# design 1

<file path="src/rtl/drop_timer.sv">
// ---------------------------------------------------------------------------
// drop_timer
//   Latches an 8-bit baggage height on a start strobe and computes the drop
//   time limit t_lim = sqrt(height/4) in unsigned Q4.4 by a restoring
//   bit-pair integer square root of {height, 6'b0}, one result bit per cycle.
//   Once the limit is known, raises a sticky drop command when drop is
//   enabled and the elapsed time has reached the limit.
//
// Ports
//   clk             system clock, all state on rising edge
//   rst             synchronous reset, active-high
//   height[7:0]     unsigned height, sampled on the start edge
//   start           single-cycle strobe, accepted in IDLE and DONE only
//   t_act[7:0]      elapsed time, unsigned Q4.4
//   drop_en         drop permission
//   t_lim[7:0]      computed limit, Q4.4, updated only on the done edge
//   busy            high while the root is being computed
//   done            one-cycle pulse when t_lim is updated
//   drop_activated  sticky drop command, cleared by start or reset
// ---------------------------------------------------------------------------
module drop_timer (
    input  logic       clk,
    input  logic       rst,
    input  logic [7:0] height,
    input  logic       start,
    input  logic [7:0] t_act,
    input  logic       drop_en,
    output logic [7:0] t_lim,
    output logic       busy,
    output logic       done,
    output logic       drop_activated
);

    typedef enum logic [1:0] {IDLE, CALC, DONE} state_t;

    state_t      r_state;
    state_t      w_state_nxt;

    logic [15:0] r_rad;     // radicand, consumed two bits per iteration from the top
    logic [17:0] r_rem;     // remainder; wide enough that bit 17 flags a negative trial
    logic [7:0]  r_root;
    logic [2:0]  r_cnt;
    logic [7:0]  r_tlim;
    logic        r_done;
    logic        r_drop;

    logic [17:0] w_rem_sh;
    logic [17:0] w_trial;
    logic        w_fit;
    logic [17:0] w_rem_nxt;
    logic [7:0]  w_root_nxt;
    logic        w_load;
    logic        w_last;
    logic        w_drop_hit;

    // One restoring square-root step.
    always_comb begin
        w_rem_sh   = {r_rem[15:0], r_rad[15:14]};
        w_trial    = w_rem_sh - {8'd0, r_root, 2'b01};
        w_fit      = ~w_trial[17];
        w_rem_nxt  = w_fit ? w_trial : w_rem_sh;
        w_root_nxt = {r_root[6:0], w_fit};
        w_drop_hit = drop_en && (t_act >= r_tlim);
    end

    // Next-state and state-decoded outputs.
    always_comb begin
        w_state_nxt = r_state;
        busy        = 1'b0;
        w_load      = 1'b0;
        w_last      = 1'b0;
        case (r_state)
            IDLE: begin
                if (start) begin
                    w_load      = 1'b1;
                    w_state_nxt = CALC;
                end
            end
            CALC: begin
                busy = 1'b1;
                if (r_cnt == 3'd7) begin
                    w_last      = 1'b1;
                    w_state_nxt = DONE;
                end
            end
            DONE: begin
                if (start) begin
                    w_load      = 1'b1;
                    w_state_nxt = CALC;
                end
            end
            default: w_state_nxt = IDLE;
        endcase
    end

    always_ff @(posedge clk) begin
        if (rst) begin
            r_state <= IDLE;
            r_rad   <= '0;
            r_rem   <= '0;
            r_root  <= '0;
            r_cnt   <= '0;
            r_tlim  <= '0;
            r_done  <= 1'b0;
            r_drop  <= 1'b0;
        end else begin
            r_state <= w_state_nxt;
            r_done  <= 1'b0;
            if (w_load) begin
                // height*64 gives the Q4.4 scaling of sqrt(height/4) directly
                r_rad  <= {2'b00, height, 6'b0};
                r_rem  <= '0;
                r_root <= '0;
                r_cnt  <= '0;
                r_drop <= 1'b0;
            end else if (r_state == CALC) begin
                r_rad  <= {r_rad[13:0], 2'b00};
                r_rem  <= w_rem_nxt;
                r_root <= w_root_nxt;
                r_cnt  <= r_cnt + 3'd1;
                if (w_last) begin
                    r_tlim <= w_root_nxt;
                    r_done <= 1'b1;
                end
            end else if ((r_state == DONE) && w_drop_hit) begin
                r_drop <= 1'b1;
            end
        end
    end

    assign t_lim          = r_tlim;
    assign done           = r_done;
    assign drop_activated = r_drop;

endmodule

</file>
<file path="config.mk">
export PLATFORM = sky130hd
export DESIGN_NAME = drop_timer
export DESIGN_NICKNAME = d
export VERILOG_FILES = /design/src/rtl/drop_timer.sv
export SDC_FILE = /design/constraint.sdc
export NUM_CORES = 1
export LEC_CHECK = 0
export ABC_AREA = 0
export CORE_AREA = 3 3 71 87
export DETAILED_ROUTE_END_ITERATION = 12
export DIE_AREA = 0 0 74 90
export PLACE_DENSITY = 0.75
export SYNTH_ARGS = -nofsm -noshare
export SYNTH_HDL_FRONTEND = slang
export SYNTH_SLANG_ARGS = --single-unit
</file>
<file path="constraint.sdc">
create_clock -name clk -period 2.03 [get_ports clk]
set_input_delay 0.609 -clock clk [delete_from_list [all_inputs] [get_ports clk]]
set_output_delay 0.609 -clock clk [all_outputs]
set_load 0.01 [all_outputs]
</file>
# design 2

## src/rtl/lsu_mem_stage.sv

```systemverilog
// lsu_mem_stage: load/store stage driving a req/gnt/rvalid data-memory handshake and stalling upstream while busy.
// Optional LSU_MISALIGN_TRAP_EN: misaligned word accesses complete immediately with err_o instead of accessing memory.
module lsu_mem_stage #(
  parameter int MEM_ADDR_W = 10
) (
  input  logic                  clk,
  input  logic                  reset,
  input  logic                  valid_i,
  input  logic                  load_i,
  input  logic                  store_i,
  input  logic                  byte_i,
  input  logic [31:0]           addr_i,
  input  logic [31:0]           wdata_i,
  output logic                  stall_o,
  output logic                  done_o,
  output logic [31:0]           rdata_o,
  output logic                  err_o,
  output logic                  mem_req_o,
  output logic                  mem_we_o,
  output logic [MEM_ADDR_W-1:0] mem_addr_o,
  output logic [3:0]            mem_be_o,
  output logic [31:0]           mem_wdata_o,
  input  logic                  mem_gnt_i,
  input  logic                  mem_rvalid_i,
  input  logic [31:0]           mem_rdata_i
);
  typedef enum logic [1:0] {IDLE, REQ, WAIT, DONE} state_t;
  state_t                r_state, w_next;
  logic [MEM_ADDR_W-1:0] r_addr;
  logic                  r_we, r_byte;
  logic [1:0]            r_lane;
  logic [3:0]            r_be;
  logic [31:0]           r_wdata, r_rdata;
  logic                  w_accept, w_mis;
  logic                  w_unused_addr;
  assign w_unused_addr = &{1'b0, addr_i[31:MEM_ADDR_W+2]};
  assign w_accept = (r_state == IDLE) && valid_i && (load_i ^ store_i);
`ifdef LSU_MISALIGN_TRAP_EN
  logic r_err;
  assign w_mis = !byte_i && (addr_i[1:0] != 2'd0);
  always_ff @(posedge clk)
    r_err <= reset ? 1'b0 : (w_accept ? w_mis : r_err);
  assign err_o = (r_state == DONE) && r_err;
`else
  assign w_mis = 1'b0;
  assign err_o = 1'b0;
`endif
  always_ff @(posedge clk)
    r_state <= reset ? IDLE : w_next;
  always_comb begin
    w_next = r_state;
    case (r_state)
      IDLE:    w_next = w_accept ? (w_mis ? DONE : REQ) : IDLE;
      REQ:     w_next = mem_gnt_i ? (r_we ? DONE : WAIT) : REQ;
      WAIT:    w_next = mem_rvalid_i ? DONE : WAIT;
      default: w_next = IDLE;
    endcase
  end
  always_comb begin
    stall_o     = w_accept || (r_state == REQ) || (r_state == WAIT);
    done_o      = r_state == DONE;
    mem_req_o   = r_state == REQ;
    mem_we_o    = r_we;
    mem_addr_o  = r_addr;
    mem_be_o    = r_be;
    mem_wdata_o = r_wdata;
    rdata_o     = r_rdata;
  end
  always_ff @(posedge clk) begin
    if (reset) begin
      r_addr  <= '0;
      r_we    <= 1'b0;
      r_byte  <= 1'b0;
      r_lane  <= 2'd0;
      r_be    <= 4'd0;
      r_wdata <= 32'd0;
      r_rdata <= 32'd0;
    end else begin
      if (w_accept) begin
        r_addr  <= addr_i[MEM_ADDR_W+1:2];
        r_we    <= store_i;
        r_byte  <= byte_i;
        r_lane  <= addr_i[1:0];
        r_be    <= (store_i && byte_i) ? (4'b0001 << addr_i[1:0]) : 4'hF;
        r_wdata <= byte_i ? {4{wdata_i[7:0]}} : wdata_i;
      end
      if ((r_state == WAIT) && mem_rvalid_i)
        r_rdata <= r_byte ? {24'd0, mem_rdata_i[{r_lane, 3'b000} +: 8]} : mem_rdata_i;
    end
  end
endmodule

```

## config.mk

```make
export PLATFORM = sky130hd
export DESIGN_NAME = lsu_mem_stage
export DESIGN_NICKNAME = d
export VERILOG_FILES = /design/src/rtl/lsu_mem_stage.sv
export SDC_FILE = /design/constraint.sdc
export NUM_CORES = 1
export LEC_CHECK = 0
export CAP_MARGIN = 20
export CORE_ASPECT_RATIO = 1.25
export CORE_UTILIZATION = 36
export CTS_CLUSTER_DIAMETER = 120
export DETAILED_ROUTE_END_ITERATION = 8
export PLACE_DENSITY = 0.76
export SLEW_MARGIN = 30
export SYNTH_ARGS = -nofsm -noshare
export SYNTH_HDL_FRONTEND = slang
export SYNTH_SLANG_ARGS = --single-unit
```

## constraint.sdc

```tcl
create_clock -name clk -period 1.4 [get_ports clk]
set_input_delay 0.35 -clock clk [delete_from_list [all_inputs] [get_ports clk]]
set_output_delay 0.35 -clock clk [all_outputs]
set_load 0.03 [all_outputs]
```

# design 3

`src/rtl/calc_program_loader.sv`:
```
// rtl/calc_program_loader.sv - host-side program buffer and result capture for the 16-slot calculator
// Buffers host words, pulses calc_reset, streams 16 words to DIN, then captures 16 results.
module calc_program_loader #(
  parameter int DEPTH          = 16,
  parameter int INSTR_W        = 18,
  parameter int RES_W          = 16,
  parameter int RESULT_LATENCY = 2
) (
  input  logic               clk,
  input  logic               reset,
  input  logic               host_valid,
  input  logic [INSTR_W-1:0] host_instr,
  output logic               host_ready,
  input  logic               start,
  output logic               calc_reset,
  output logic [INSTR_W-1:0] calc_din,
  input  logic [RES_W-1:0]   calc_result,
  input  logic               calc_neg,
  output logic               busy,
  output logic               done,
  output logic [4:0]         count,
  input  logic [3:0]         rd_addr,
  output logic [RES_W:0]     rd_data
);

  // Shared phase counter must also span the WAIT phase for large latencies.
  localparam int CW = (RESULT_LATENCY > 15) ? $clog2(RESULT_LATENCY + 1) : 4;

  typedef enum logic [2:0] {
    S_FILL, S_RESET_CALC, S_SEND, S_WAIT, S_CAPTURE, S_DONE
  } state_e;

  state_e               state_q, state_d;
  logic [CW-1:0]        cnt_q, cnt_d;
  logic [4:0]           count_q, count_d;
  logic                 calc_reset_q, calc_reset_d;
  logic [INSTR_W-1:0]   calc_din_q, calc_din_d;
  logic                 busy_q, busy_d;
  logic                 done_q, done_d;
  logic [RES_W:0]       rd_data_q;
  logic                 accept;
  logic [INSTR_W-1:0]   instr_buf_q  [DEPTH];
  logic [RES_W:0]       result_buf_q [DEPTH];

  assign host_ready = (state_q == S_FILL) && !count_q[4];

  always_comb begin
    state_d = state_q;
    cnt_d   = cnt_q;
    count_d = count_q;
    accept  = 1'b0;
    case (state_q)
      S_FILL: begin
        accept = host_valid && host_ready;
        if (accept) count_d = count_q + 5'd1;
        if ((accept && count_q == 5'd15) || (start && count_d != 5'd0))
          state_d = S_RESET_CALC;
      end
      S_RESET_CALC: begin
        state_d = S_SEND;
        cnt_d   = '0;
      end
      S_SEND: begin
        cnt_d = cnt_q + 1'b1;
        if (cnt_q == CW'(15)) begin
          cnt_d   = '0;
          state_d = (RESULT_LATENCY == 0) ? S_CAPTURE : S_WAIT;
        end
      end
      S_WAIT: begin
        cnt_d = cnt_q + 1'b1;
        if (cnt_q == CW'(RESULT_LATENCY - 1)) begin
          cnt_d   = '0;
          state_d = S_CAPTURE;
        end
      end
      S_CAPTURE: begin
        cnt_d = cnt_q + 1'b1;
        if (cnt_q == CW'(15)) begin
          cnt_d   = '0;
          state_d = S_DONE;
        end
      end
      S_DONE: begin
        if (start) begin
          count_d = '0;
          state_d = S_FILL;
        end
      end
      default: state_d = S_FILL;
    endcase

    // Outputs are registered, so they are derived from the next state.
    calc_reset_d = (state_d == S_RESET_CALC);
    busy_d       = (state_d == S_RESET_CALC) || (state_d == S_SEND) ||
                   (state_d == S_WAIT) || (state_d == S_CAPTURE);
    done_d       = (state_d == S_DONE);
    calc_din_d   = '0;
    if (state_d == S_SEND && {1'b0, cnt_d[3:0]} < count_d)
      calc_din_d = instr_buf_q[cnt_d[3:0]];
  end

  always_ff @(posedge clk or posedge reset) begin
    if (reset) begin
      state_q      <= S_FILL;
      cnt_q        <= '0;
      count_q      <= '0;
      calc_reset_q <= 1'b0;
      calc_din_q   <= '0;
      busy_q       <= 1'b0;
      done_q       <= 1'b0;
      rd_data_q    <= '0;
      for (int i = 0; i < DEPTH; i++) begin
        instr_buf_q[i]  <= '0;
        result_buf_q[i] <= '0;
      end
    end else begin
      state_q      <= state_d;
      cnt_q        <= cnt_d;
      count_q      <= count_d;
      calc_reset_q <= calc_reset_d;
      calc_din_q   <= calc_din_d;
      busy_q       <= busy_d;
      done_q       <= done_d;
      if (accept) instr_buf_q[count_q[3:0]] <= host_instr;
      if (state_q == S_CAPTURE) result_buf_q[cnt_q[3:0]] <= {calc_neg, calc_result};
      rd_data_q    <= result_buf_q[rd_addr];
    end
  end

  assign calc_reset = calc_reset_q;
  assign calc_din   = calc_din_q;
  assign busy       = busy_q;
  assign done       = done_q;
  assign count      = count_q;
  assign rd_data    = rd_data_q;

endmodule

```
`config.mk`:
```
export PLATFORM = sky130hd
export DESIGN_NAME = calc_program_loader
export DESIGN_NICKNAME = d
export VERILOG_FILES = /design/src/rtl/calc_program_loader.sv
export SDC_FILE = /design/constraint.sdc
export NUM_CORES = 1
export LEC_CHECK = 0
export CAP_MARGIN = 10
export CELL_PAD_IN_SITES_DETAIL_PLACEMENT = 0
export CELL_PAD_IN_SITES_GLOBAL_PLACEMENT = 1
export CORE_UTILIZATION = 55
export DETAILED_ROUTE_END_ITERATION = 6
export PLACE_DENSITY_LB_ADDON = 0.1
export SLEW_MARGIN = 20
export SYNTH_ARGS = -nofsm -noshare
export SYNTH_HDL_FRONTEND = slang
export SYNTH_SLANG_ARGS = --single-unit
```
`constraint.sdc`:
```
create_clock -name clk -period 66.3 [get_ports clk]
set_input_delay 13.26 -clock clk [delete_from_list [all_inputs] [get_ports clk]]
set_output_delay 13.26 -clock clk [all_outputs]
set_load 0.01 [all_outputs]
```
### Cell area per tile, design 3

Bar = 50 um. 23 x 23 tiles, from black (low) to pale yellow (high), 0 to 100% covered.
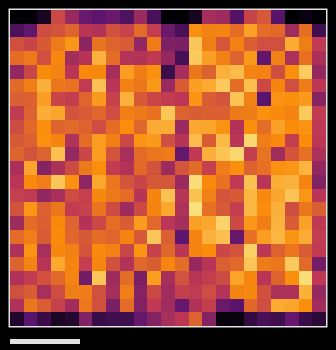
fullest tile	93%
nearly empty tiles	1.1%
tiles over 75% full	21%
mean over tiles	59%

==> impl_metrics.py, design 3 <==
# Generated from Yosys and OpenROAD reports
metrics = {
    "layout": {
        "clk_share_pct": 6.986,
        "fin_cells": 2719,
        "buffer_area_share_pct": 3.699,
    },
    "route": {
        "wl_met1_um": 27870,
        "via_per_inst": 6.157,
        "drt-initial-drc-count": 1014,
    },
    "place": {
        "place_inst": 2606,
        "dpl_worst_slack_ns": 49.10,
    },
    "setup_path": {
        "cp_cell_sequence": "clkdlybuf4s50_1, inv_8, buf_12, buf_4, buf_4",
        "critPathTopFamily": "buffers and inverters",
        "regToRegStartpoint": "state_q[1]$_DFF_PP0_",
    },
    "clocking": {
        "clock_path_buffers": 3,
        "cts-resized-gates": 0,
        "cts_tree": "done",
    },
    "outcome": {
        "status": "completed",
    },
    "pwr": {
        "seqPwrFrac_pct": 39.6,
        "power.total_mw": 1.365,
    },
    "logic_synthesis": {
        "edf_count": 0,
        "syn-num-nets": 2036,
        "area_leaders": "dfrtp_1 55%, mux2_2 23%, mux4_2 6.9%",
        "yosysSeqAreaShare_pct": 54.99,
        "yosys_warnings": 0,
        "adder_share_pct": 0.5409,
    },
    "final_timing": {
        "worst_slack_ns": 49.93,
    },
}
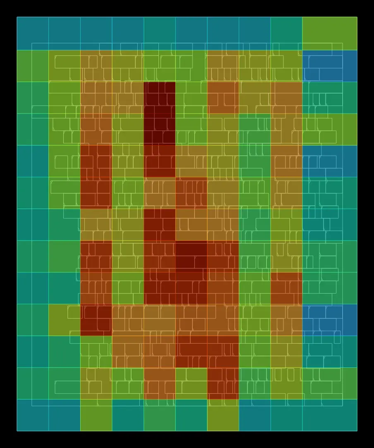
*Routing congestion map, design 1*
M3 GR Usage: 3.237%
Total GRT Usage: 21.20%
fin util: 71.62%
met1 usage: 26.64%

==> impl_metrics.py, design 1 <==
# Generated from Yosys and OpenROAD reports
metrics = {
    "outcome": {
        "status": "complete, but fails checks",
        "violations": "negative setup slack",
    },
    "layout": {
        "nClkBuffers": 5,
        "largest_register_ffs": 16,
        "finalNetCount": 465,
        "fill_cells": 412,
        "buffer_area_share_pct": 20.57,
    },
    "final_timing": {
        "setup_viol": 18,
        "clock.fmax_ghz": 0.4469,
        "worst_slack_ns": -0.2076,
        "fin_crit_ns": 2.238,
    },
    "logic_synthesis": {
        "syn_inst": 345,
        "yosysSeqAreaShare_pct": 35.73,
    },
    "route": {
        "via_per_inst": 5.521,
        "post-route-drc-count": 0,
    },
    "setup_path": {
        "slowest_stage": "dfxtp_1",
        "critPathCaptureType": "flop",
    },
    "pwr": {
        "pg_comb_mw": 1.28,
    },
    "place": {
        "dp_hpwl_um": 4811,
    },
}
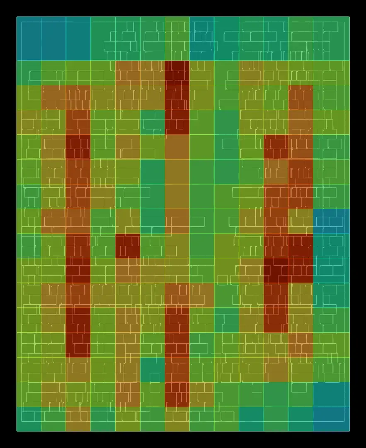
*Routing congestion map, design 2*
M3 GR Usage: 7.021%
GRT Max-Usage Layer: met2
met2 GRT Util: 38.33%

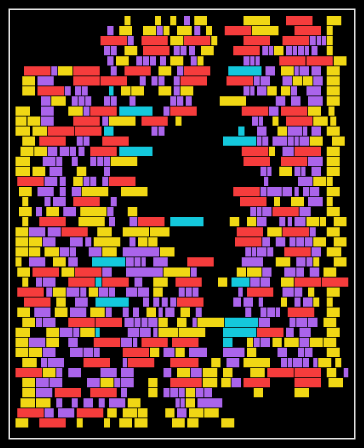
*Cells coloured by class, design 2*
colour	class	cells	share of their area
purple	combinational and other logic	293	33%
yellow	other buffers and delay cells	209	34%
red	flops	84	28%
cyan	clock drivers and dummy loads	16	4.5%

==> impl_metrics.py, design 2 <==
# Generated from Yosys and OpenROAD reports
metrics = {
    "final_timing": {
        "worst_slack_ns": -0.1844,
        "period_used_pct": 113.2,
        "setup_viol": 48,
    },
    "layout": {
        "clk_share_pct": 4.421,
        "comb_share_pct": 31.99,
        "drive_gt1_share_pct": 28.24,
        "buffer_area_share_pct": 33.13,
        "nFlopsAndLatches": 84,
    },
    "logic_synthesis": {
        "simple_gate_share_pct": 16.39,
        "yosysSeqAreaShare_pct": 45.15,
        "most_common_cell": "dfxtp_1",
        "syn-num-nets": 525,
        "common_cells": "84 x dfxtp_1, 72 x a21oi_1, 35 x nand3b_1",
        "ys_sh_aoi_pct": 23.28,
        "synth_top_area_share_pct": 45.15,
        "synth.logic.top_family": "AND-OR/OR-AND gates",
    },
    "place": {
        "routabilityCongestion": 0.8952,
        "portBuffers": 165,
    },
    "outcome": {
        "violations": "negative setup slack",
        "status": "complete, but fails checks",
    },
    "setup_path": {
        "worstPathRequired_ns": 1.05,
        "worstSetupPathType": "flop to output port",
    },
    "pwr": {
        "combPwrFrac_pct": 25.8,
    },
    "hold_path": {
        "holdCritPathClass": "input pin to flop",
        "worstHoldEndpoint": "mem_be_o[3]$_SDFFE_PP0P_",
    },
    "route": {
        "routed_wl_um": 12440,
    },
    "clocking": {
        "post-cts-setup-buffers": 6,
        "insertion_delay_ns": 0.33,
    },
}

==> screenshots <==
Nets reached from selected ports.
picture 1
Bar = 20 um.
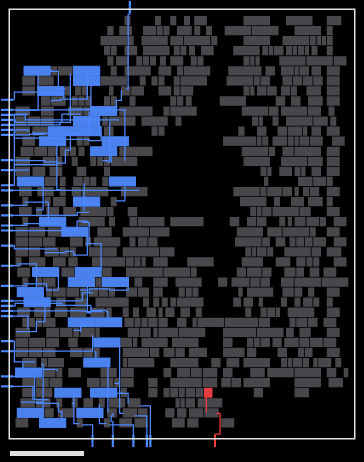
picture 2
Bar = 20 um.
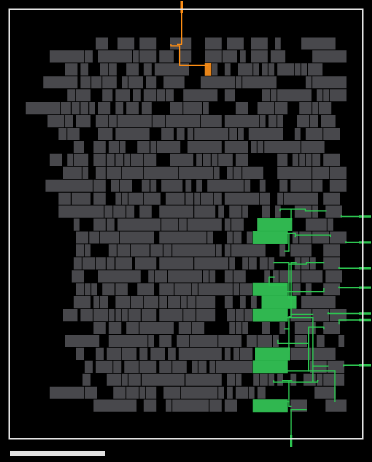
picture 3
Bar = 50 um.
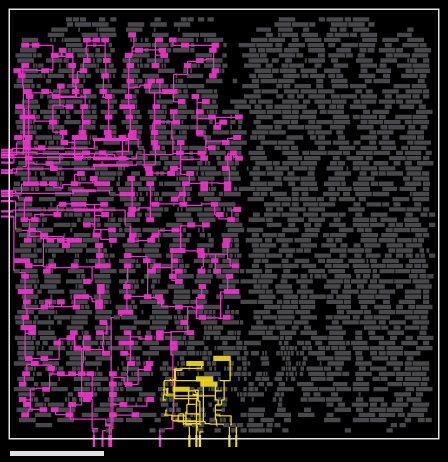
| picture | from |
|---|---|
| picture 3 | design 3 |
| picture 2 | design 1 |
| picture 1 | design 2 |
Of these, largest die: picture 3
Of these, most cells: picture 3

Key to picture 1:
colour	port	direction	end cells	wire
red	`done_o`	output	1	14.4 um
blue	`mem_wdata_o`	output	32	1,010 um



==> layout pictures side by side <==
Power grid.
Plate I
Bar = 20 um. Pins as bars on the die edge.
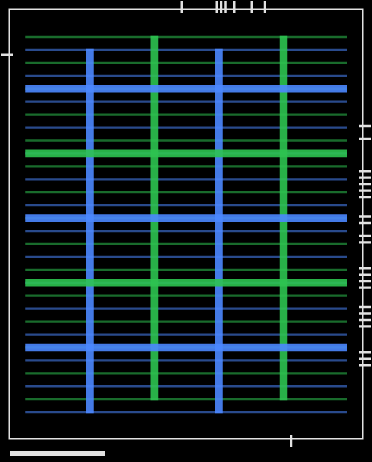
Plate II
Bar = 20 um. Pins as bars on the die edge.
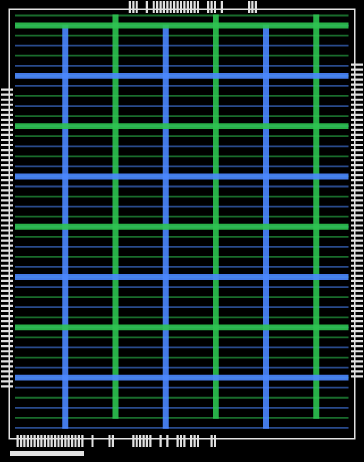
Plate III
Bar = 50 um. Pins as bars on the die edge.
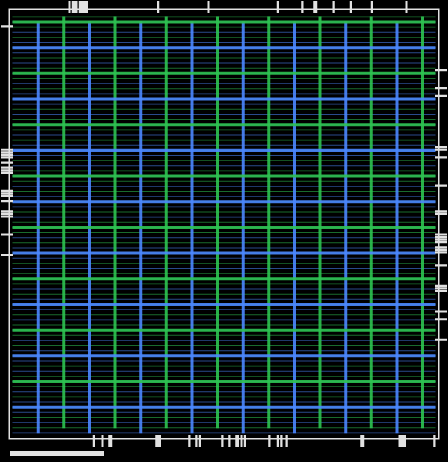
Plate I comes from design 1.
Plate II comes from design 2.
Plate III comes from design 3.
Of these, smallest die: Plate I
Of these, largest die: Plate III

Power figures rest on the tool's default switching activity, not on a simulated workload.
